######## design 1 ########
Figure 1. Track usage over the die (design 1).
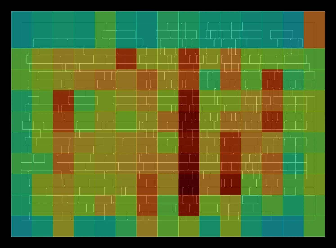

===== src/rtl/demux13_7_feeder.sv =====
// Tagged-word FIFO feeding the 13-bit 1-to-7 demux through a registered select/data stage.
// Destination-7 words are popped but never presented; they are tallied in drop_count.
module demux13_7_feeder #(
    parameter int DEPTH  = 4,
    parameter int DATA_W = 13
) (
    input  logic                     clk,
    input  logic                     reset,
    input  logic                     wr_en,
    input  logic [DATA_W-1:0]        wr_data,
    input  logic [2:0]               wr_dest,
    output logic                     full,
    output logic                     empty,
    output logic [$clog2(DEPTH):0]   count,
    output logic                     overflow,
    input  logic                     rd_ready,
    output logic                     out_valid,
    output logic [2:0]               select,
    output logic [DATA_W-1:0]        in_value,
    output logic [7:0]               drop_count
);

    localparam int AW = $clog2(DEPTH);
    localparam int CW = AW + 1;
    localparam int EW = DATA_W + 3;

    logic [EW-1:0]   mem [DEPTH];
    logic [AW-1:0]   wr_ptr;
    logic [AW-1:0]   rd_ptr;
    logic [CW-1:0]   occ;
    logic [CW-1:0]   occ_nxt;

    logic            wr_accept;
    logic            load;
    logic [EW-1:0]   head;
    logic [2:0]      head_dest;
    logic            head_drop;

    function automatic logic [7:0] sat_inc8(input logic [7:0] v);
        return (v == 8'hFF) ? v : v + 8'd1;
    endfunction

    assign full      = (occ == CW'(DEPTH));
    assign empty     = (occ == '0);
    assign count     = occ;

    // A write while full is refused even if a pop frees a slot on the same edge.
    assign wr_accept = wr_en && !full && !reset;
    assign load      = !empty && (!out_valid || rd_ready);

    assign head      = mem[rd_ptr];
    assign head_dest = head[EW-1:DATA_W];
    assign head_drop = (head_dest == 3'd7);

    always_comb begin
        occ_nxt = occ;
        case ({wr_accept, load})
            2'b10:   occ_nxt = occ + CW'(1);
            2'b01:   occ_nxt = occ - CW'(1);
            default: occ_nxt = occ;
        endcase
    end

    // Storage array carries data only; no reset needed.
    always_ff @(posedge clk) begin
        if (wr_accept)
            mem[wr_ptr] <= {wr_dest, wr_data};
    end

    always_ff @(posedge clk) begin
        if (reset) begin
            wr_ptr   <= '0;
            rd_ptr   <= '0;
            occ      <= '0;
            overflow <= 1'b0;
        end else begin
            occ <= occ_nxt;
            if (wr_accept)
                wr_ptr <= wr_ptr + AW'(1);
            if (load)
                rd_ptr <= rd_ptr + AW'(1);
            if (wr_en && full)
                overflow <= 1'b1;
        end
    end

    // Output stage: load implies the presented word is gone, so a dropped head clears out_valid.
    always_ff @(posedge clk) begin
        if (reset) begin
            out_valid  <= 1'b0;
            select     <= 3'd0;
            in_value   <= '0;
            drop_count <= 8'd0;
        end else if (load) begin
            if (head_drop) begin
                out_valid  <= 1'b0;
                drop_count <= sat_inc8(drop_count);
            end else begin
                out_valid <= 1'b1;
                select    <= head_dest;
                in_value  <= head[DATA_W-1:0];
            end
        end else if (out_valid && rd_ready) begin
            out_valid <= 1'b0;
        end
    end

endmodule


===== config.mk =====
export PLATFORM = sky130hd
export DESIGN_NAME = demux13_7_feeder
export DESIGN_NICKNAME = d
export VERILOG_FILES = /design/src/rtl/demux13_7_feeder.sv
export SDC_FILE = /design/constraint.sdc
export NUM_CORES = 1
export LEC_CHECK = 0
export CORE_ASPECT_RATIO = 0.7
export CORE_MARGIN = 3
export CORE_UTILIZATION = 58
export DETAILED_ROUTE_END_ITERATION = 6
export PLACE_DENSITY = 0.9
export SETUP_SLACK_MARGIN = 0.05
export SYNTH_ARGS = -nofsm -noshare
export SYNTH_HDL_FRONTEND = slang
export SYNTH_SLANG_ARGS = --single-unit

===== constraint.sdc =====
create_clock -name clk -period 4.1 [get_ports clk]
set_input_delay 0.41 -clock clk [delete_from_list [all_inputs] [get_ports clk]]
set_output_delay 0.41 -clock clk [all_outputs]
set_load 0.05 [all_outputs]

######## design 2 ########
<file path="src/rtl/pattern_rom_arbiter.sv">
`default_nettype none
// ============================================================================
//  Module      : pattern_rom_arbiter
//  Description : Round-robin arbiter giving NUM_REQ pattern sequencers shared
//                read access to one synchronous pattern ROM. One grant per
//                cycle, combinational grant and ROM address, registered
//                read-valid aligned with the ROM data.
//                Optional macro PATTERN_ROM_ARB_OUTREG_EN adds an output
//                register stage on o_rdata/o_rvalid (read latency 2).
//  Revision    : 1.0 - initial release
// ============================================================================
module pattern_rom_arbiter #(
  parameter int NUM_REQ = 4,
  parameter int ADDRW   = 4,
  parameter int DATAW   = 16
) (
  input  logic                     i_clk,
  input  logic                     i_rst_n,
  input  logic [NUM_REQ-1:0]       i_req,
  input  logic [NUM_REQ*ADDRW-1:0] i_addr,
  output logic [NUM_REQ-1:0]       o_gnt,
  output logic [NUM_REQ-1:0]       o_rvalid,
  output logic [DATAW-1:0]         o_rdata,
  output logic [ADDRW-1:0]         o_rom_addr,
  input  logic [DATAW-1:0]         i_rom_data
);

  localparam int c_ptrw = (NUM_REQ > 1) ? $clog2(NUM_REQ) : 1;

  logic [c_ptrw-1:0]  r_ptr;
  logic [c_ptrw-1:0]  w_win_idx;
  logic [c_ptrw-1:0]  w_ptr_nxt;
  logic               w_found;
  logic               w_any;
  logic [NUM_REQ-1:0] w_gnt;
  logic [ADDRW-1:0]   w_win_addr;
  logic [ADDRW-1:0]   r_addr_hold;
  logic [NUM_REQ-1:0] r_gnt_d;
  logic [ADDRW-1:0]   w_addr_arr [NUM_REQ];

  // Unpack the per-requester address slices for indexed selection.
  for (genvar g = 0; g < NUM_REQ; g++) begin : g_unpack
    assign w_addr_arr[g] = i_addr[g*ADDRW +: ADDRW];
  end

  // Round-robin search: start at the pointer, ascend modulo NUM_REQ.
  always_comb begin : comb_pick
    int s;
    s         = 0;
    w_found   = 1'b0;
    w_win_idx = '0;
    for (int i = 0; i < NUM_REQ; i++) begin
      s = int'(r_ptr) + i;
      if (s >= NUM_REQ) s = s - NUM_REQ;
      if (!w_found && i_req[s[c_ptrw-1:0]]) begin
        w_found   = 1'b1;
        w_win_idx = s[c_ptrw-1:0];
      end
    end
  end

  // Grants are suppressed while reset is held so nothing is accepted then.
  assign w_any      = w_found & i_rst_n;
  assign w_gnt      = w_any ? ({{(NUM_REQ-1){1'b0}}, 1'b1} << w_win_idx) : '0;
  assign w_win_addr = w_addr_arr[w_win_idx];
  assign w_ptr_nxt  = (w_win_idx == c_ptrw'(NUM_REQ - 1)) ? '0 : w_win_idx + 1'b1;

  assign o_gnt      = w_gnt;
  assign o_rom_addr = w_any ? w_win_addr : r_addr_hold;

  // Priority pointer advances past the winner; holds when idle.
  always_ff @(posedge i_clk or negedge i_rst_n) begin
    if (!i_rst_n) begin
      r_ptr <= '0;
    end else if (w_any) begin
      r_ptr <= w_ptr_nxt;
    end
  end

  // Remember the last granted address so the ROM address is stable when idle.
  always_ff @(posedge i_clk or negedge i_rst_n) begin
    if (!i_rst_n) begin
      r_addr_hold <= '0;
    end else if (w_any) begin
      r_addr_hold <= w_win_addr;
    end
  end

  // Grant shadow: marks which requester owns the ROM data next cycle.
  always_ff @(posedge i_clk or negedge i_rst_n) begin
    if (!i_rst_n) begin
      r_gnt_d <= '0;
    end else begin
      r_gnt_d <= w_gnt;
    end
  end

`ifdef PATTERN_ROM_ARB_OUTREG_EN
  logic [NUM_REQ-1:0] r_rvalid_q;
  logic [DATAW-1:0]   r_rdata_q;

  // Extra output stage: retimes data and valid together by one cycle.
  always_ff @(posedge i_clk or negedge i_rst_n) begin
    if (!i_rst_n) begin
      r_rvalid_q <= '0;
      r_rdata_q  <= '0;
    end else begin
      r_rvalid_q <= r_gnt_d;
      r_rdata_q  <= i_rom_data;
    end
  end

  assign o_rvalid = r_rvalid_q;
  assign o_rdata  = r_rdata_q;
`else
  assign o_rvalid = r_gnt_d;
  assign o_rdata  = i_rom_data;
`endif

endmodule
`default_nettype wire

</file>
<file path="config.mk">
export PLATFORM = sky130hd
export DESIGN_NAME = pattern_rom_arbiter
export DESIGN_NICKNAME = d
export VERILOG_FILES = /design/src/rtl/pattern_rom_arbiter.sv
export SDC_FILE = /design/constraint.sdc
export NUM_CORES = 1
export LEC_CHECK = 0
export CORE_UTILIZATION = 34
export CTS_CLUSTER_SIZE = 28
export DETAILED_ROUTE_END_ITERATION = 8
export PLACE_DENSITY = 0.84
export SLEW_MARGIN = 5
export SYNTH_ARGS = -nofsm -noshare
export SYNTH_HDL_FRONTEND = slang
export SYNTH_SLANG_ARGS = --single-unit
</file>
<file path="constraint.sdc">
create_clock -name i_clk -period 5.15 [get_ports i_clk]
set_clock_uncertainty 0.1 [all_clocks]
set_input_delay 0.515 -clock i_clk [delete_from_list [all_inputs] [get_ports i_clk]]
set_output_delay 0.515 -clock i_clk [all_outputs]
set_load 0.01 [all_outputs]
</file>
######## design 3 ########
<file path="src/rtl/hex_display_pkg.sv">
`default_nettype none
// =============================================================================
// hex_display_pkg -- display modes, blank code and active-high 0-F glyphs
// Rev 1.0
// =============================================================================
package hex_display_pkg;

  typedef enum logic [1:0] {
    MODE_HEX    = 2'd0,
    MODE_RAW    = 2'd1,
    MODE_SCROLL = 2'd2,
    MODE_BLANK  = 2'd3
  } mode_e;

  localparam logic [6:0] SEG_BLANK = 7'h00;

  // Bit 0 = segment a; entry 15 is listed first.
  localparam logic [15:0][6:0] SEG_GLYPH = {
    7'h71, 7'h79, 7'h5E, 7'h39, 7'h7C, 7'h77, 7'h6F, 7'h7F,
    7'h07, 7'h7D, 7'h6D, 7'h66, 7'h4F, 7'h5B, 7'h06, 7'h3F
  };

endpackage
`default_nettype wire

</file>
<file path="src/rtl/hex_display_ctrl_seg7_decode.sv">
`default_nettype none
// =============================================================================
// seg7_decode -- nibble to active-high seven-segment glyph
// Rev 1.0
// =============================================================================
module seg7_decode
  import hex_display_pkg::*;
(
  input  logic [3:0] nibble,
  output logic [6:0] seg
);

  assign seg = SEG_GLYPH[nibble];

endmodule
`default_nettype wire

</file>
<file path="src/rtl/hex_display_ctrl.sv">
`default_nettype none
// =============================================================================
// hex_display_ctrl -- multi-digit 7-seg driver: HEX/RAW/SCROLL/BLANK modes.
// Optional blinking via HEX_DISPLAY_BLINK_EN.  Rev 1.0
// =============================================================================
module hex_display_ctrl
  import hex_display_pkg::*;
#(
  parameter int NUM_DIGITS = 6,
  parameter int TICK_DIV   = 12500000,
  parameter int MSG_DEPTH  = 16
) (
  input  logic                        clk,
  input  logic                        reset_n,
  input  logic [1:0]                  mode,
  input  logic [4*NUM_DIGITS-1:0]     value,
  input  logic [7*NUM_DIGITS-1:0]     raw_seg,
  input  logic                        blink_en,
  input  logic                        char_valid,
  output logic                        char_ready,
  input  logic [6:0]                  char_seg,
  input  logic                        msg_clear,
  output logic [$clog2(MSG_DEPTH):0]  msg_count,
  output logic [7*NUM_DIGITS-1:0]     hex_n
);

  localparam int c_aw = $clog2(MSG_DEPTH);
  localparam int c_cw = c_aw + 1;
  localparam int c_tw = (TICK_DIV > 1) ? $clog2(TICK_DIV) : 1;

  mode_e                   w_mode;
  logic [c_tw-1:0]         r_tick_cnt;
  logic                    w_tick;
  logic [6:0]              r_buf [MSG_DEPTH];
  logic [c_cw-1:0]         r_msg_count;
  logic [c_cw-1:0]         r_ptr;
  logic                    r_ready_en;
  mode_e                   r_prev_mode;
  logic                    w_full;
  logic                    w_push;
  logic                    w_scroll;
  logic                    w_enter;
  logic                    w_advance;
  logic [7*NUM_DIGITS-1:0] w_hex_seg;
  logic [7*NUM_DIGITS-1:0] w_scroll_seg;
  logic [7*NUM_DIGITS-1:0] w_next_hex;
  logic [7*NUM_DIGITS-1:0] r_hex_n;

  assign w_mode = mode_e'(mode);

  assign w_tick = (r_tick_cnt == c_tw'(TICK_DIV - 1));

  always_ff @(posedge clk) begin
    if (!reset_n)    r_tick_cnt <= '0;
    else if (w_tick) r_tick_cnt <= '0;
    else             r_tick_cnt <= r_tick_cnt + c_tw'(1);
  end

  assign w_full     = (r_msg_count == c_cw'(MSG_DEPTH));
  assign char_ready = r_ready_en && !w_full && !msg_clear;
  assign w_push     = char_valid && char_ready;
  assign w_scroll   = (w_mode == MODE_SCROLL);
  assign w_enter    = w_scroll && (r_prev_mode != MODE_SCROLL);
  assign w_advance  = w_tick && w_scroll && (r_msg_count > c_cw'(NUM_DIGITS));
  assign msg_count  = r_msg_count;

  always_ff @(posedge clk) begin
    if (!reset_n) begin
      r_msg_count <= '0;
      r_ptr       <= '0;
      r_ready_en  <= 1'b0;
      r_prev_mode <= MODE_HEX;
    end else begin
      r_ready_en  <= 1'b1;
      r_prev_mode <= w_mode;
      if (msg_clear)   r_msg_count <= '0;
      else if (w_push) r_msg_count <= r_msg_count + c_cw'(1);
      // Entering scroll restarts the message even if a tick lands on the same edge.
      if (msg_clear || w_enter) r_ptr <= '0;
      else if (w_advance)       r_ptr <= (r_ptr == r_msg_count - c_cw'(1)) ? '0 : r_ptr + c_cw'(1);
    end
  end

  // Buffer contents need no reset: msg_count gates every read.
  always_ff @(posedge clk) begin
    if (w_push) r_buf[r_msg_count[c_aw-1:0]] <= char_seg;
  end

  for (genvar d = 0; d < NUM_DIGITS; d++) begin : g_digit
    localparam int c_k = NUM_DIGITS - 1 - d;
    logic [c_cw:0]   w_sum;
    logic [c_cw:0]   w_cnt_ext;
    logic [c_aw-1:0] w_idx;

    seg7_decode u_seg7_decode (
      .nibble (value[4*d +: 4]),
      .seg    (w_hex_seg[7*d +: 7])
    );

    // ptr < count and k < count, so one conditional subtract gives the modulo.
    assign w_cnt_ext = {1'b0, r_msg_count};
    assign w_sum     = {1'b0, r_ptr} + (c_cw+1)'(c_k);
    assign w_idx     = c_aw'((w_sum >= w_cnt_ext) ? (w_sum - w_cnt_ext) : w_sum);
    assign w_scroll_seg[7*d +: 7] = ((c_cw+1)'(c_k) < w_cnt_ext) ? r_buf[w_idx] : SEG_BLANK;
  end

`ifdef HEX_DISPLAY_BLINK_EN
  logic r_blink_phase;

  always_ff @(posedge clk) begin
    if (!reset_n)      r_blink_phase <= 1'b0;
    else if (!blink_en) r_blink_phase <= 1'b0;
    else if (w_tick)   r_blink_phase <= ~r_blink_phase;
  end
`else
  logic w_unused_blink;
  assign w_unused_blink = blink_en;
`endif

  always_comb begin
    w_next_hex = '1;
    case (w_mode)
      MODE_HEX:    w_next_hex = ~w_hex_seg;
      MODE_RAW:    w_next_hex = ~raw_seg;
      MODE_SCROLL: w_next_hex = ~w_scroll_seg;
      default:     w_next_hex = '1;
    endcase
`ifdef HEX_DISPLAY_BLINK_EN
    if (r_blink_phase) w_next_hex = '1;
`endif
  end

  always_ff @(posedge clk) begin
    if (!reset_n) r_hex_n <= '1;
    else          r_hex_n <= w_next_hex;
  end

  assign hex_n = r_hex_n;

endmodule
`default_nettype wire

</file>
<file path="config.mk">
export PLATFORM = sky130hd
export DESIGN_NAME = hex_display_ctrl
export DESIGN_NICKNAME = d
export VERILOG_FILES = /design/src/rtl/hex_display_pkg.sv /design/src/rtl/hex_display_ctrl_seg7_decode.sv /design/src/rtl/hex_display_ctrl.sv
export SDC_FILE = /design/constraint.sdc
export NUM_CORES = 1
export LEC_CHECK = 0
export CAP_MARGIN = 10
export CORE_ASPECT_RATIO = 1.25
export CORE_MARGIN = 2
export CORE_UTILIZATION = 35
export DETAILED_ROUTE_END_ITERATION = 12
export GPL_TIMING_DRIVEN = 0
export MAX_ROUTING_LAYER = met4
export SYNTH_ARGS = -nofsm -noshare
export SYNTH_HDL_FRONTEND = slang
export SYNTH_HIERARCHICAL = 1
export SYNTH_SLANG_ARGS = --single-unit
</file>
<file path="constraint.sdc">
create_clock -name clk -period 5.2 [get_ports clk]
set_clock_uncertainty 0.2 [all_clocks]
set_input_delay 1.04 -clock clk [delete_from_list [all_inputs] [get_ports clk]]
set_output_delay 1.04 -clock clk [all_outputs]
set_load 0.005 [all_outputs]
</file>
Figure 2. Pin placement (design 1).
Pins as bars across the die edge, other pins in gray.
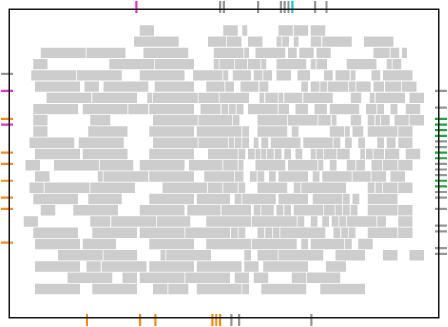
| port | color | pins | direction | edge |
|---|---|---|---|---|
| drop_count | green | 8 | output | right |
| wr_data | orange | 13 | input | 7 left, 6 bottom |
| wr_dest | magenta | 3 | input | 2 left, 1 top |
| reset | cyan | 1 | input | top |
all pins by edge: 22 right, 10 left, 10 top, 9 bottom

## Picture notes: Figure 1
post-DR wirelength/cell: 18.3 um
GR Util All Layers: 20.8%

==> impl_metrics.ini, design 1 <==
; physical design summary
[status]
outcome = complete, no violations

[cts]
cts_resized = 0

[power_and_ir_drop]
switching_power_mw = 1.10

[drt]
wl_met1_um = 3180

[die]
die_width_um = 104
fp.dieH_um = 74.3

[cells_and_area]
final_util_pct = 72.4
ff_count = 99
sh_seq_area_pct = 57.2

[final_timing]
slew_viol_final = 0
rsz0062_at_grt = no
min_period_ns = 2.86
max_slew.worst_pin.slew_ns = 0.912

[critical_path]
slowest_stage = or3_1
r2r-end = count[2]$_SDFFE_PP0P_
-- design 1: worst max-delay path: cells and delay by family (launching register included) --
kind | cells | cell delay (ns)
AOI/OAI and AO/OA | 1 | 0.15
xor gates and xnor gates | 1 | 0.14
adders and majority gates | 2 | 0.67
buffers and inverters | 1 | 0.27
DFF | 1 | 0.37
and+or+nand+nor | 3 | 1.19
-- design 1: sequential cells by signal, indices dropped and copies added, names as in the netlist, named ones only --
register / cells
rd_ptr: 2
count: 3
wr_ptr: 2
out_valid: 1
select: 3
overflow: 1
in_value: 13
mem: 64
drop_count: 8
-- design 1: worst max path at each step --
stage | to | cells past startpoint
after global routing | count[2]$_SDFFE_PP0P_ | 8
after floorplan | count[2]$_SDFFE_PP0P_ | 9
after CTS | count[2]$_SDFFE_PP0P_ | 8
after global placement | count[2]$_SDFFE_PP0P_ | 9
final | count[2]$_SDFFE_PP0P_ | 8
after detailed placement | count[2]$_SDFFE_PP0P_ | 9
-- design 1: through the flow --
step | area (um2) | setup slack, ns
CTS | 4580 | 1.27
global route | 4580 | 0.994
floorplan | 3860 | 0.781
finish | 4580 | 1.24
detailed placement | 4420 | 1.08
global placement | 4420 | 1.16
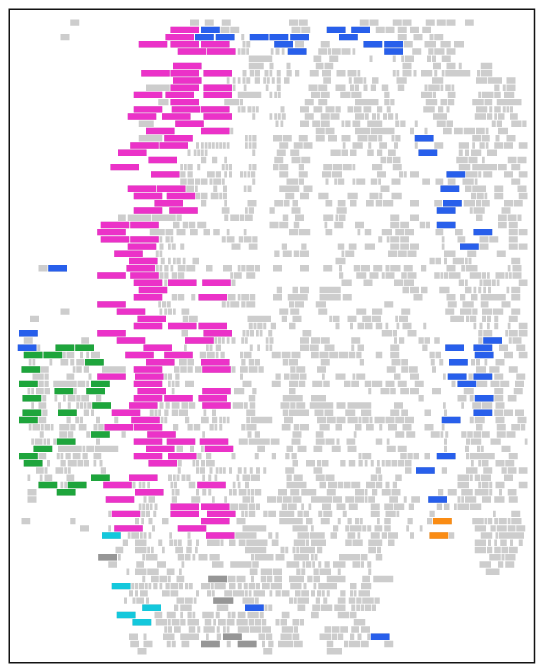
Figure 3: design 3, sequential cells grouped by signal name.
Other sequential cells in the stronger gray, the rest of the logic in the fainter gray.
| name in the netlist | color | flops |
|---|---|---|
| hex_n | blue | 42 |
| msg_count | cyan | 5 |
| r_buf | magenta | 112 |
| r_prev_mode | orange | 2 |
| r_tick_cnt | green | 24 |

==> impl_metrics.ini, design 3 <==
; physical design summary
[status]
outcome = complete, no violations

[drt]
drtIter0Drc = 1231
final_antenna_net_count = 0
drtPass1Iterations = 5

[grt]
grt_use_total_pct = 28.3
grt-busiest-layer = met2

[final_timing]
setup_viol = 0
max_slew.worst_pin.slew_ns = 1.16
slew_headroom_pct = 22.1
slew_viol_final = 0

[placement]
dp_cells = 2483

[cells_and_area]
clockBufferCount = 17

[power_and_ir_drop]
p_clk_mw = 1.38
p_int_mw = 2.52
pwr-share-clk_pct = 39.4
p_comb_mw = 0.493
power_mw = 3.51

[synth]
common_cells = mux2i_1, nand2_1, nor2_1
flop_cell = edfxtp_1
synth-edff-count = 112
netlist_instances = 1776
post-synth-top-area-fraction_pct = 20.6

[critical_path]
cp.arrival_ns = 5.05
crit_end = hex_n[4]$_SDFF_PN1_
r2r-end = hex_n[4]$_SDFF_PN1_
critPathMaxStageDelay_ns = 0.55
path_buffers = 4

[cts]
worstSkewPairLatency_ns = 0.47

[worst_hold_path]
hp-start = r_tick_cnt[0]$_SDFF_PP0_

[die]
die_width_um = 197
design 3: routing by layer:
layer / vias to the layer above / routed length [um]
li1: 6805 / -
met5: - / 0
met1: 7220 / 27000
met4: 0 / 3350
met3: 152 / 4050
met2: 698 / 32800
design 3: registers in the layout (all words and copies together) (netlist names):
signal and count:
r_buf 112, hex_n 42, r_tick_cnt 24, msg_count 5, r_ptr 5, r_prev_mode 2, r_ready_en 1
design 3: kinds of logic (layout without fill, tap and decap cells):
logic type | after synthesis | count (layout) | share of synthesized area [%]
AND-OR/OR-AND | 373 | 373 | 16.0
XOR/XNOR | 50 | 50 | 2.68
adder cells (fa/ha/maj) | 83 | 83 | 6.54
buffers and inverters | 181 | 337 | 5.72
flip-flops | 191 | 191 | 30.3
multiplexers | 352 | 352 | 23.6
AND/OR/NAND/NOR | 546 | 546 | 15.2
design 3: through the flow:
stage               utilization, %  setup TNS, ns  instance area [um2]  setup slack [ns]
CTS                           41.2              0                19000           0.00242
finish                        41.4              0                19100             0.289
global placement              39.6          -1.56                18300            -0.406
floorplan                        -              0                16300              1.24
detailed placement            39.6          -2.45                18300            -0.532
global route                  41.4              0                19100            0.0102
Figure 4. Track usage over the die (design 2).
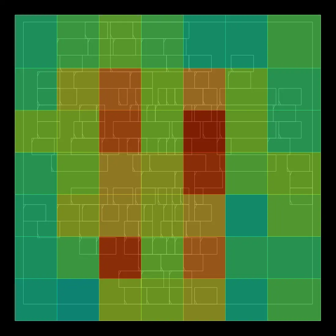
post-DR wirelength/cell: 13.3 um
GR Util met1: 16.2%

==> impl_metrics.ini, design 2 <==
; physical design summary
[cells_and_area]
diodes = 0
ff_count = 10
inv_count = 2
nets = 150

[die]
fp_util_pct = 35.9

[grt]
grt_pass1_wl_um = 2950

[drt]
vias = 693
wl_met2_um = 927
drtPass1Iterations = 4

[critical_path]
r2r-end = o_rvalid[2]$_DFF_PN0_
critPathMaxStageDelay_ns = 0.79
r2r_slack_ns = 3.19

[placement]
dp_hpwl_um = 1400

[status]
outcome = complete, no violations

[cts]
path_clk_slew_ns = 0.07

[synth]
ys_types = 25
## design 2: power by group
part           switching (mW)  total (mW)  internal, mW  leakage (nW)
clock                  0.0289      0.0718        0.0429        0.0210
sequential             0.0157       0.118         0.102         0.127
combinational          0.0956       0.198         0.102         0.307
## design 2: sequential cells by signal (all words and copies together) (netlist names)
signal and cells:
o_rvalid 4, r_addr_hold 4, r_ptr 2
## design 2: worst max-delay path by stage
stage | start | end | depth (start not counted)
after CTS | i_rst_n | o_rom_addr[3] | 5
final | i_rst_n | o_rom_addr[2] | 5
after floorplan | r_ptr[1]$_DFFE_PN0P_ | o_gnt[0] | 6
after global placement | i_rst_n | o_rom_addr[0] | 5
after global routing | i_rst_n | o_rom_addr[3] | 5
after detailed placement | i_rst_n | o_rom_addr[2] | 5
## design 2: kinds of logic after synthesis
family,after synthesis,synth area share [%]
AND/OR/NAND/NOR,31,20.7
AND-OR/OR-AND,19,19.9
buffers and inverters,18,16.2
flip-flops,10,31.8
multiplexers,4,5.09
adder cells (fa/ha/maj),4,6.36
## design 2: metrics by stage
stage / util [%] / instances
finish: 48.8 / 135
global route: 48.8 / 135
CTS: 48.8 / 135
detailed placement: 47.1 / 131
global placement: 47.1 / 131
floorplan: - / 86

## Gallery

Clock network drawn from the DEF.
picture 1
Scale bar: 50 um.
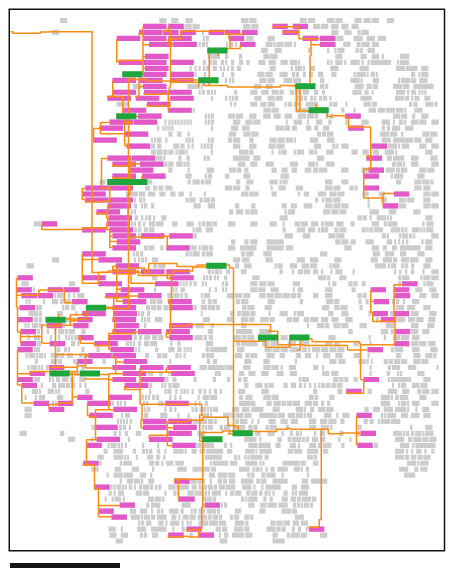
picture 2
Scale bar: 20 um.
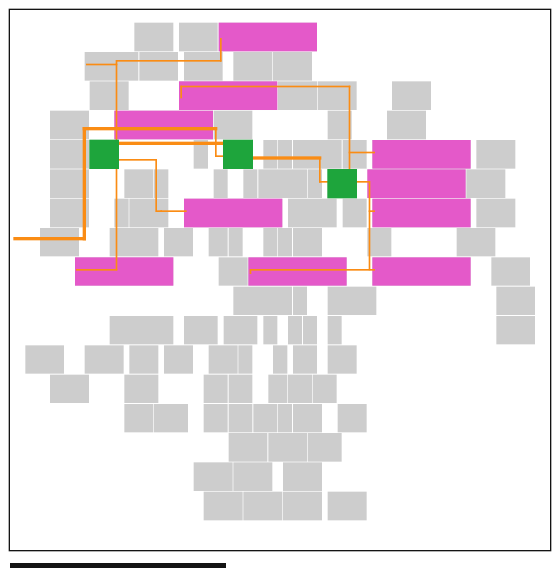
picture 3
Scale bar: 20 um.
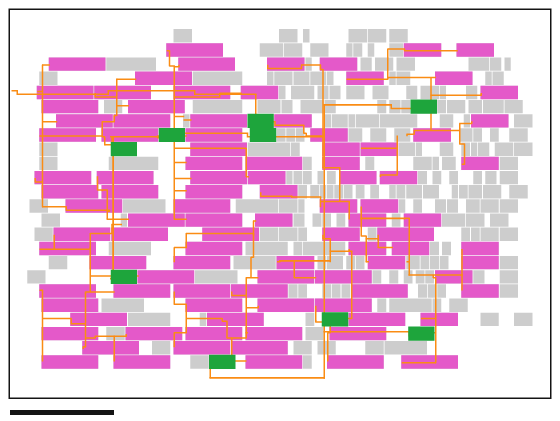
- design 2 = picture 2
- design 1 = picture 3
- design 3 = picture 1
The one with the smallest die is picture 2.
The one with the largest die is picture 1.


######## design 4 ########
Figure 5. Track usage over the die (design 4).
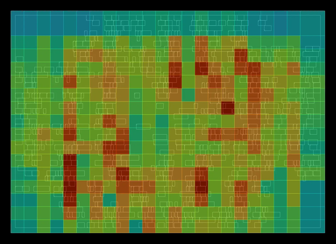

## src/rtl/logic_unit_arbiter.sv

```systemverilog
// Round-robin arbiter sharing one bitwise logic unit (AND/OR/XOR/NOR)
// between two requesters, with a single-entry valid/ready result buffer.
//
// Ports:
//   clk, rst             : clock and synchronous active-high reset
//   req0_valid/ready     : requester 0 handshake
//   req0_in1/in2/op      : requester 0 operands and opcode (00 AND, 01 OR, 10 XOR, 11 NOR)
//   req1_valid/ready     : requester 1 handshake
//   req1_in1/in2/op      : requester 1 operands and opcode
//   res_valid/ready      : output buffer handshake
//   res_out              : registered result
//   res_id               : requester that produced res_out
module logic_unit_arbiter #(
    parameter int WIDTH = 32
) (
    input  logic             clk,
    input  logic             rst,
    input  logic             req0_valid,
    output logic             req0_ready,
    input  logic [WIDTH-1:0] req0_in1,
    input  logic [WIDTH-1:0] req0_in2,
    input  logic [1:0]       req0_op,
    input  logic             req1_valid,
    output logic             req1_ready,
    input  logic [WIDTH-1:0] req1_in1,
    input  logic [WIDTH-1:0] req1_in2,
    input  logic [1:0]       req1_op,
    output logic             res_valid,
    input  logic             res_ready,
    output logic [WIDTH-1:0] res_out,
    output logic             res_id
);

    typedef enum logic {
        S_EMPTY = 1'b0,
        S_FULL  = 1'b1
    } state_t;

    state_t           r_state;
    state_t           w_state_nxt;
    logic             r_last_grant;
    logic [WIDTH-1:0] r_res_out;
    logic             r_res_id;

    logic             w_can_accept;
    logic             w_gnt0;
    logic             w_gnt1;
    logic             w_acc0;
    logic             w_acc1;
    logic             w_accept;
    logic [1:0]       w_op;
    logic [WIDTH-1:0] w_a;
    logic [WIDTH-1:0] w_b;
    logic [WIDTH-1:0] w_result;

    // A full buffer being drained this cycle can be refilled in the same cycle.
    assign w_can_accept = (r_state == S_EMPTY) || res_ready;

    // On contention the requester that did not win last time is favoured.
    assign w_gnt0 = req0_valid && (!req1_valid || r_last_grant);
    assign w_gnt1 = req1_valid && (!req0_valid || !r_last_grant);

    assign req0_ready = w_can_accept && w_gnt0;
    assign req1_ready = w_can_accept && w_gnt1;

    assign w_acc0   = req0_valid && req0_ready;
    assign w_acc1   = req1_valid && req1_ready;
    assign w_accept = w_acc0 || w_acc1;

    assign w_op = w_acc1 ? req1_op  : req0_op;
    assign w_a  = w_acc1 ? req1_in1 : req0_in1;
    assign w_b  = w_acc1 ? req1_in2 : req0_in2;

    always_comb begin
        w_result = '0;
        unique case (w_op)
            2'b00: w_result = w_a & w_b;
            2'b01: w_result = w_a | w_b;
            2'b10: w_result = w_a ^ w_b;
            2'b11: w_result = ~(w_a | w_b);
        endcase
    end

    always_comb begin
        w_state_nxt = r_state;
        unique case (r_state)
            S_EMPTY: begin
                if (w_accept) w_state_nxt = S_FULL;
            end
            S_FULL: begin
                if (res_ready && !w_accept) w_state_nxt = S_EMPTY;
            end
        endcase
    end

    always_ff @(posedge clk) begin
        if (rst) begin
            r_state      <= S_EMPTY;
            r_last_grant <= 1'b1;
            r_res_out    <= '0;
            r_res_id     <= 1'b0;
        end else begin
            r_state <= w_state_nxt;
            if (w_accept) begin
                r_res_out    <= w_result;
                r_res_id     <= w_acc1;
                r_last_grant <= w_acc1;
            end
        end
    end

    assign res_valid = (r_state == S_FULL);
    assign res_out   = r_res_out;
    assign res_id    = r_res_id;

endmodule
```

## config.mk

```make
export PLATFORM = sky130hd
export DESIGN_NAME = logic_unit_arbiter
export DESIGN_NICKNAME = d
export VERILOG_FILES = /design/src/rtl/logic_unit_arbiter.sv
export SDC_FILE = /design/constraint.sdc
export NUM_CORES = 1
export LEC_CHECK = 0
export ABC_CLOCK_PERIOD_IN_PS = 2420
export CAP_MARGIN = 40
export CORE_ASPECT_RATIO = 0.7
export CORE_MARGIN = 2
export CORE_UTILIZATION = 25
export CTS_BUF_LIST = sky130_fd_sc_hd__clkbuf_4 sky130_fd_sc_hd__clkbuf_8 sky130_fd_sc_hd__clkbuf_16
export DETAILED_ROUTE_END_ITERATION = 7
export PLACE_DENSITY_LB_ADDON = 0.12
export SYNTH_ARGS = -nofsm -noshare
export SYNTH_HDL_FRONTEND = slang
export SYNTH_SLANG_ARGS = --single-unit
```

## constraint.sdc

```tcl
create_clock -name clk -period 2.42 [get_ports clk]
set_input_delay 0.363 -clock clk [delete_from_list [all_inputs] [get_ports clk]]
set_output_delay 0.363 -clock clk [all_outputs]
set_load 0.03 [all_outputs]
```

######## design 5 ########
$ cat src/rtl/ex_issue_ctrl.sv
// Issue controller: registers decoded ops onto execute inputs, sequences multi-cycle ops, flushes on taken branch.
// Retire is same-cycle as mem_ready; back-to-back issue with zero bubble; optional perf counters under EX_ISSUE_PERF_EN.
module ex_issue_ctrl #(
   parameter int DATA_W      = 32,
   parameter int MUL_LATENCY = 3
) (
   input  logic              clk,
   input  logic              rst_n,
   input  logic              id_valid,
   output logic              id_ready,
   input  logic [DATA_W-1:0] id_data1,
   input  logic [DATA_W-1:0] id_data2,
   input  logic [DATA_W-1:0] id_imm,
   input  logic [DATA_W-1:0] id_pc,
   input  logic              id_multi,
   input  logic              id_is_branch,
   output logic              ex_valid,
   output logic [DATA_W-1:0] ex_data1,
   output logic [DATA_W-1:0] ex_data2,
   output logic [DATA_W-1:0] ex_imm,
   output logic [DATA_W-1:0] ex_pc,
   output logic              ex_multi_start,
   input  logic              ex_compflg,
   input  logic              mem_ready,
   output logic              ex_retire,
   output logic              flush
`ifdef EX_ISSUE_PERF_EN
   ,
   output logic [31:0]       perf_retired,
   output logic [31:0]       perf_stall,
   output logic [15:0]       perf_flush
`endif
);

   typedef enum logic [1:0] {
      IDLE  = 2'd0,
      EXEC  = 2'd1,
      MULTI = 2'd2,
      FLUSH = 2'd3
   } state_t;

   localparam logic [2:0] CNT_INIT = 3'(MUL_LATENCY - 1);

   state_t            r_state;
   state_t            w_state_nxt;
   logic [2:0]        r_cnt;
   logic              r_br_q;
   logic              r_ex_valid;
   logic              r_multi_start;
   logic [DATA_W-1:0] r_data1;
   logic [DATA_W-1:0] r_data2;
   logic [DATA_W-1:0] r_imm;
   logic [DATA_W-1:0] r_pc;

   logic w_id_ready;
   logic w_accept;
   logic w_retire;
   logic w_kill;
   logic w_cnt_done;

   assign w_cnt_done = (r_cnt == 3'd0);
   // A retiring taken branch blocks issue so the wrong-path op is never captured.
   assign w_kill     = r_br_q & ex_compflg;
   assign w_retire   = r_ex_valid & mem_ready & ~rst_n &
                       ((r_state == EXEC) | ((r_state == MULTI) & w_cnt_done));
   assign w_accept   = id_valid & w_id_ready;

   always_comb begin
      w_id_ready  = 1'b0;
      w_state_nxt = r_state;
      case (r_state)
         IDLE: begin
            w_id_ready = 1'b1;
            if (id_valid) begin
               w_state_nxt = id_multi ? MULTI : EXEC;
            end
         end
         EXEC, MULTI: begin
            if (r_state == EXEC) begin
               w_id_ready = mem_ready & ~w_kill;
            end else begin
               w_id_ready = w_cnt_done & mem_ready & ~w_kill;
            end
            if (w_retire) begin
               if (w_kill) begin
                  w_state_nxt = FLUSH;
               end else if (id_valid) begin
                  w_state_nxt = id_multi ? MULTI : EXEC;
               end else begin
                  w_state_nxt = IDLE;
               end
            end
         end
         FLUSH: begin
            w_state_nxt = IDLE;
         end
         default: begin
            w_state_nxt = IDLE;
         end
      endcase
      if (rst_n) begin
         w_id_ready = 1'b0;
      end
   end

   always_ff @(posedge clk) begin
      if (rst_n) begin
         r_state       <= IDLE;
         r_cnt         <= 3'd0;
         r_br_q        <= 1'b0;
         r_ex_valid    <= 1'b0;
         r_multi_start <= 1'b0;
         r_data1       <= '0;
         r_data2       <= '0;
         r_imm         <= '0;
         r_pc          <= '0;
      end else begin
         r_state       <= w_state_nxt;
         r_multi_start <= 1'b0;
         if (w_accept) begin
            r_ex_valid    <= 1'b1;
            r_data1       <= id_data1;
            r_data2       <= id_data2;
            r_imm         <= id_imm;
            r_pc          <= id_pc;
            r_br_q        <= id_is_branch;
            r_multi_start <= id_multi;
            r_cnt         <= id_multi ? CNT_INIT : 3'd0;
         end else begin
            if (w_retire) begin
               r_ex_valid <= 1'b0;
            end
            // Countdown runs regardless of mem_ready; only the final hold waits on it.
            if ((r_state == MULTI) && !w_cnt_done) begin
               r_cnt <= r_cnt - 3'd1;
            end
         end
      end
   end

   assign id_ready       = w_id_ready;
   assign ex_valid       = r_ex_valid;
   assign ex_data1       = r_data1;
   assign ex_data2       = r_data2;
   assign ex_imm         = r_imm;
   assign ex_pc          = r_pc;
   assign ex_multi_start = r_multi_start;
   assign ex_retire      = w_retire;
   assign flush          = (r_state == FLUSH);

`ifdef EX_ISSUE_PERF_EN
   logic [31:0] r_perf_retired;
   logic [31:0] r_perf_stall;
   logic [15:0] r_perf_flush;

   always_ff @(posedge clk) begin
      if (rst_n) begin
         r_perf_retired <= '0;
         r_perf_stall   <= '0;
         r_perf_flush   <= '0;
      end else begin
         if (w_retire && (r_perf_retired != '1)) begin
            r_perf_retired <= r_perf_retired + 32'd1;
         end
         if (r_ex_valid && !w_retire && (r_perf_stall != '1)) begin
            r_perf_stall <= r_perf_stall + 32'd1;
         end
         if ((r_state == FLUSH) && (r_perf_flush != '1)) begin
            r_perf_flush <= r_perf_flush + 16'd1;
         end
      end
   end

   assign perf_retired = r_perf_retired;
   assign perf_stall   = r_perf_stall;
   assign perf_flush   = r_perf_flush;
`endif

endmodule

$ cat config.mk
export PLATFORM = sky130hd
export DESIGN_NAME = ex_issue_ctrl
export DESIGN_NICKNAME = d
export VERILOG_FILES = /design/src/rtl/ex_issue_ctrl.sv
export SDC_FILE = /design/constraint.sdc
export NUM_CORES = 1
export LEC_CHECK = 0
export CORE_MARGIN = 1
export CORE_UTILIZATION = 24
export DETAILED_ROUTE_END_ITERATION = 8
export PLACE_DENSITY = 0.56
export SYNTH_ARGS = -nofsm -noshare
export SYNTH_HDL_FRONTEND = slang
export SYNTH_SLANG_ARGS = --single-unit
$ cat constraint.sdc
create_clock -name clk -period 2.8 [get_ports clk]
set_input_delay 0.56 -clock clk [delete_from_list [all_inputs] [get_ports clk]]
set_output_delay 0.56 -clock clk [all_outputs]
set_load 0.005 [all_outputs]
######## design 6 ########
### config.mk
export PLATFORM = sky130hd
export DESIGN_NAME = envelope_voice
export DESIGN_NICKNAME = d
export VERILOG_FILES = /design/src/rtl/envelope_voice.sv
export SDC_FILE = /design/constraint.sdc
export NUM_CORES = 1
export LEC_CHECK = 0
export ABC_AREA = 1
export CORE_MARGIN = 3
export CORE_UTILIZATION = 45
export DETAILED_ROUTE_END_ITERATION = 8
export PLACE_DENSITY = 0.63
export SYNTH_ARGS = -nofsm -noshare
export SYNTH_HDL_FRONTEND = slang
export SYNTH_SLANG_ARGS = --single-unit
### constraint.sdc
create_clock -name clock -period 2.72 [get_ports clock]
set_clock_uncertainty 0.15 [all_clocks]
set_input_delay 0.816 -clock clock [delete_from_list [all_inputs] [get_ports clock]]
set_output_delay 0.816 -clock clock [all_outputs]
set_load 0.03 [all_outputs]
### src/rtl/envelope_voice.sv
// Four-phase attack/decay/sustain/release amplitude envelope that gates the
// 1-bit tone generator output into an 8-bit unsigned sample for the mixer.
module envelope_voice (
  input  logic       clock,
  input  logic       reset,
  input  logic       tick,
  input  logic       wave_in,
  input  logic       gate,
  input  logic [7:0] data_in,
  input  logic       set_attack,
  input  logic       set_decay,
  input  logic       set_release,
  input  logic       set_sustain,
  output logic [7:0] sample_out,
  output logic [3:0] level,
  output logic       busy
);

  localparam int unsigned RATE_W  = 8;
  localparam int unsigned LEVEL_W = 4;
  localparam logic [LEVEL_W-1:0] LEVEL_MAX = LEVEL_W'(15);

  typedef enum logic [2:0] {
    IDLE,
    ATTACK,
    DECAY,
    SUSTAIN,
    RELEASE
  } state_t;

  state_t              state;
  logic [RATE_W-1:0]   rc;
  logic                gate_q;
  logic [RATE_W-1:0]   attack_rate;
  logic [RATE_W-1:0]   decay_rate;
  logic [RATE_W-1:0]   release_rate;
  logic [LEVEL_W-1:0]  sustain_level;

  logic                gate_rise;
  logic                gate_fall;
  logic                held_note;
  logic                ramping;
  logic [LEVEL_W-1:0]  level_up;
  logic [LEVEL_W-1:0]  level_dn;

  assign gate_rise = gate & ~gate_q;
  assign gate_fall = ~gate & gate_q;
  assign held_note = (state == ATTACK) || (state == DECAY) || (state == SUSTAIN);
  assign ramping   = (state == ATTACK) || (state == DECAY) || (state == RELEASE);
  assign level_up  = level + LEVEL_W'(1);
  assign level_dn  = level - LEVEL_W'(1);

  // Gate edges take priority over ticks; rate writes land after any reload
  // on the same edge, so a reload always sees the pre-write rate.
  always_ff @(posedge clock or posedge reset) begin
    if (reset) begin
      state         <= IDLE;
      level         <= '0;
      rc            <= '0;
      gate_q        <= 1'b0;
      attack_rate   <= '0;
      decay_rate    <= '0;
      release_rate  <= '0;
      sustain_level <= LEVEL_MAX;
      sample_out    <= '0;
      busy          <= 1'b0;
    end else begin
      gate_q     <= gate;
      sample_out <= wave_in ? {level, level} : 8'h00;

      if (set_attack)  attack_rate   <= data_in;
      if (set_decay)   decay_rate    <= data_in;
      if (set_release) release_rate  <= data_in;
      if (set_sustain) sustain_level <= data_in[LEVEL_W-1:0];

      if (gate_rise) begin
        state <= ATTACK;
        rc    <= attack_rate;
        busy  <= 1'b1;
      end else if (gate_fall && held_note) begin
        state <= RELEASE;
        rc    <= release_rate;
      end else if (tick && ramping) begin
        if (rc != '0) begin
          rc <= rc - RATE_W'(1);
        end else begin
          case (state)
            ATTACK: begin
              if (level != LEVEL_MAX) level <= level_up;
              if (level >= LEVEL_MAX - LEVEL_W'(1)) begin
                state <= DECAY;
                rc    <= decay_rate;
              end else begin
                rc <= attack_rate;
              end
            end
            DECAY: begin
              rc <= decay_rate;
              if (level <= sustain_level) begin
                state <= SUSTAIN;
              end else begin
                level <= level_dn;
                if (level_dn <= sustain_level) state <= SUSTAIN;
              end
            end
            RELEASE: begin
              rc <= release_rate;
              if (level != '0) level <= level_dn;
              if (level <= LEVEL_W'(1)) begin
                state <= IDLE;
                busy  <= 1'b0;
              end
            end
            default: ;
          endcase
        end
      end
    end
  end

endmodule

Figure 6. Clock network drawn from the DEF (design 4).
Scale bar: 50 um.
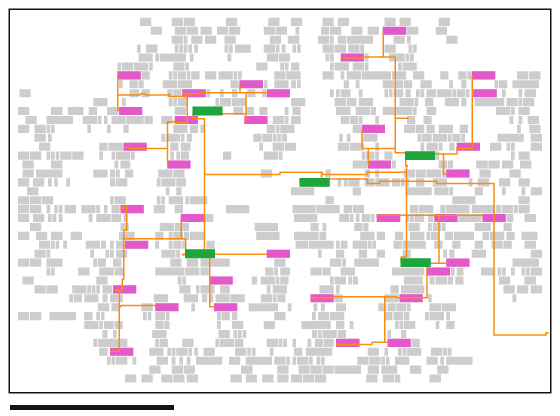
[cells driving clock nets] green | count: 5
[clock wires] orange | length: 802 um
[flip-flops] magenta | count: 35
routed clock nets: 6

About Figure 5:
GR Util met1: 22.4%
post-DR wirelength/cell: 17.0 um
GR Util met2: 29.1%
Core Util, Final: 42.1%
busiest grt layer: met2

==> impl_metrics.ini, design 4 <==
; physical design summary
[final_timing]
hold_violations = 0
min_period_ns = 2.27
fin_tns_setup_ns = 0
skew_ns = 0.00321

[status]
outcome = complete, no violations

[synth]
flop_cell = dfxtp_1
topCombFamilyByArea = AND-OR/OR-AND gates
post-synth-top-area-fraction_pct = 17.7
synthMuxAreaShare_pct = 14.4
ys_types = 27
syn_nets = 823
synth-cells-yosys = 622

[cts]
h-tree-depth = 2

[power_and_ir_drop]
p_comb_share_pct = 58.0
pwr-share-clk_pct = 20.3
p_int_mw = 1.96
sw_frac_of_total_pct = 39.4
p_comb_mw = 1.88
max-vdd-ir-drop_uv = 260

[critical_path]
slowest_stage = dfxtp_1
critPathMaxStageDelay_ns = 0.38
path_buffers = 3
path_max_fanout = 6

[drt]
vias = 5137
wl_met2_um = 8140

[cells_and_area]
final_common_cell = clkdlybuf4s50_1
## design 4: stage by stage
step	cell area (um2)	utilization, %	setup slack, ns
after global routing	7520	42.1	0.0650
after floorplan	4520	-	0.0321
final	7520	42.1	0.146
after global placement	6890	38.6	-0.221
after CTS	7060	39.5	0.0135
after detailed placement	6910	38.7	-0.303
## design 4: layout make-up
cell class	instances	area [um2]
fillers	1752	10300
multi-input cells	468	3610
repair buffers	245	2530
flip-flops and latches	35	701
well taps	236	295
inverters	67	254
clock buffers	6	133
## design 4: timing repair
| item | CTS | global route |
|---|---|---|
| gates cloned | 0 | 5 |
| setup buffers | 0 | 5 |
| resized | 3 | 46 |
| pin swaps | 0 | 7 |
| setup endpoints to repair | 3 | 29 |
## design 4: path summary, 6_finish.rpt
path / from / end / cells after the start
hold reg to reg: res_id$_SDFFE_PP0P_ / res_id$_SDFFE_PP0P_ / 2
hold / removal: res_id$_SDFFE_PP0P_ / res_id$_SDFFE_PP0P_ / 2
setup reg to reg: res_valid$_SDFF_PP0_ / res_out[11]$_SDFFE_PP0P_ / 11
setup / recovery: res_valid$_SDFF_PP0_ / res_out[11]$_SDFFE_PP0P_ / 11
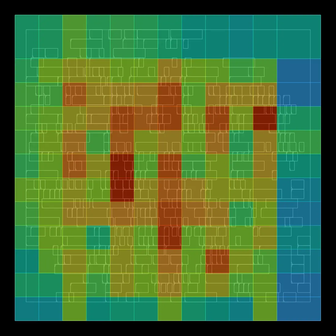
Figure 7: design 6, track usage over the die.
Core Util, Final: 54.1%
met3 GRT Util: 3.35%
GR Util All Layers: 19.3%

==> impl_metrics.ini, design 6 <==
; physical design summary
[cells_and_area]
layout.clock.cell_area_share_pct = 2.74
layout-drive-gt1-share_pct = 10.3

[synth]
adder_share_pct = 5.71
topCombFamilyByArea = simple AND/OR/NAND/NOR gates

[drt]
vias = 2666

[critical_path]
critPathLaunch = level[1]$_DFFE_PP0P_
cp.arrival_ns = 1.57
reg2regPathDepth = 13
required_ns = 1.75
critPathLaunchType = flip-flop
slowest_stage = clkdlybuf4s50_1

[cts]
clkSinkCount = 49

[status]
outcome = complete, no violations

[power_and_ir_drop]
p_leak_nw = 1.73
max-vdd-ir-drop_uv = 316

[die]
dieArea_um2 = 7840

[final_timing]
rsz0062_at_grt = no
min_period_ns = 2.53

[worst_hold_path]
min_to = busy$_DFFE_PP0P_
design 6: per-layer routing:
layer	global-route usage, %	up-vias	wire, um	share of wire, %
met1	30.3	1235	3710	53
li1	-	1351	-	-
met5	0	-	0	0
met3	3.35	6	304	4.3
met2	27.5	74	2960	42
met4	4.81	0	59	0.84
design 6: synthesized netlist by cell type (all sizes together) (5+ instances only):
cell | count | area, um2
ha | 14 | 175
xor2 | 5 | 43.8
nand4 | 6 | 43.8
nand3 | 18 | 90.1
a21oi | 14 | 70.1
buf | 10 | 77.6
dfrtp | 45 | 1130
nand2 | 116 | 474
o21ai | 37 | 196
o22ai | 13 | 81.3
o211ai | 8 | 60.1
nor2 | 41 | 184
inv | 61 | 239
design 6: worst reg2reg max path: stages, from the launching register on:
cell and delay (ns):
dfrtp_1 0.53, inv_1 0.15, ha_1 0.25, xor2_1 0.24, ha_1 0.27, nand2_1 0.07
o21ai_0 0.09, nor2_1 0.11, nand2_1 0.07, nor2_2 0.15, nor2_4 0.05, nand2_2 0.07
nand2_1 0.05, nand2_1 0.05
Figure 8. Clock network drawn from the DEF (design 5).
Scale bar: 50 um.
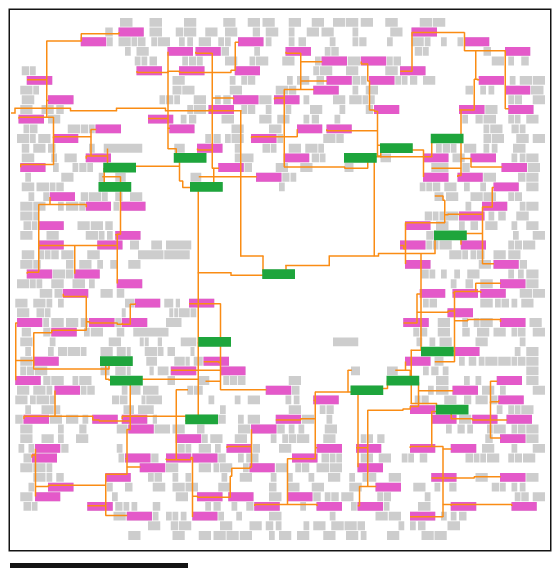
[flip-flops] magenta | count: 136
[clock wires] orange | length: 2070 um
[cells driving clock nets] green | count: 17
flops lie: widely spread
routed clock nets: 18

==> impl_metrics.ini, design 5 <==
; physical design summary
[cts]
cts_resized = 1
h-tree-depth = 4

[synth]
ys_top_cells_by_area = dfxtp_1, nand2b_1, nand3_1, o21ai_0, clkbuf_1
topCombFamilyByArea = simple AND/OR/NAND/NOR gates
synth.avg_cell_area_um2 = 8.61
synth-edff-count = 0
aoi_share_pct = 13.7

[power_and_ir_drop]
p_clk_mw = 2.16
p_comb_share_pct = 33.3

[final_timing]
hold_slack_ns = 0.460

[cells_and_area]
nFillCells = 2199

[critical_path]
critical_path.top_delay_family = simple AND/OR/NAND/NOR gates

[grt]
gr-usage-met3_pct = 5.69
grt_use_total_pct = 14.9

[die]
ios = 268
fp.dieH_um = 152

[drt]
drc = 0

[status]
outcome = complete, no violations
## design 5: cells in the mapped netlist (2+ instances only)
cell,number
ha_1,6
buf_2,14
o21ai_1,5
clkbuf_2,6
nand3_1,128
nor3_1,2
a221oi_1,2
clkbuf_1,37
a21oi_1,3
nor2_1,3
dfxtp_1,136
a2111oi_0,2
inv_1,8
nand2_1,3
nand2b_1,132
o21ai_0,123
## design 5: worst paths after layout
check	from	to	slack [ns]	cells after the start
worst max-delay path	r_state[0]$_SDFFE_PP0P_	id_ready	0.25	5
worst min register to register	ex_pc[9]$_SDFFE_PP0P_	ex_pc[9]$_SDFFE_PP0P_	0.46	2
worst min-delay path	ex_pc[9]$_SDFFE_PP0P_	ex_pc[9]$_SDFFE_PP0P_	0.46	2
worst max register to register	r_state[0]$_SDFFE_PP0P_	ex_pc[18]$_SDFFE_PP0P_	0.45	8
## design 5: cells by family after synthesis
group,Yosys count
adders and majority gates,6
xor gates and xnor gates,1
muxes,1
buffers and inverters,66
DFF,136
and+or+nand+nor,275
AOI/OAI and AO/OA,140


==> notes/layouts.md <==
Pictures saved along the way, in no particular order.

Wiring by layer.
shot_01.png
Scale bar: 20 um.
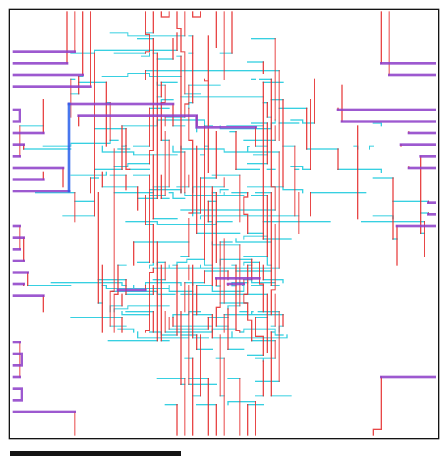
shot_02.png
Scale bar: 20 um.
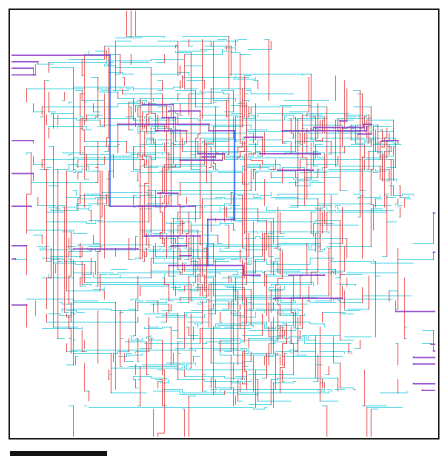
shot_03.png
Scale bar: 20 um.
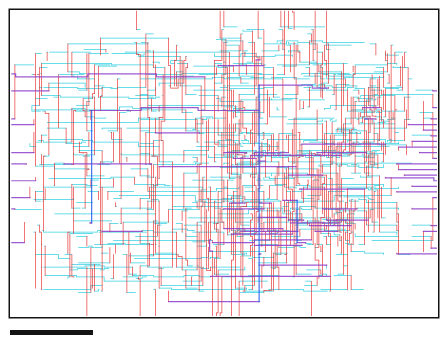
shot_04.png
Scale bar: 50 um.
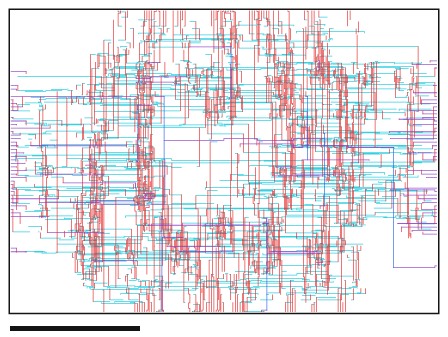
- most wire: shot_04.png
- design 2 = shot_01.png
- design 4 = shot_04.png
- design 1 = shot_03.png
- design 6 = shot_02.png

Key to shot_02.png:
| layer | color | wire length |
|---|---|---|
| met4 | blue | 59.2 um |
| met2 | red | 2960 um |
| met3 | purple | 304 um |
| met1 | cyan | 3710 um |

No activity file was given, so power comes from the tool's default toggle rates.
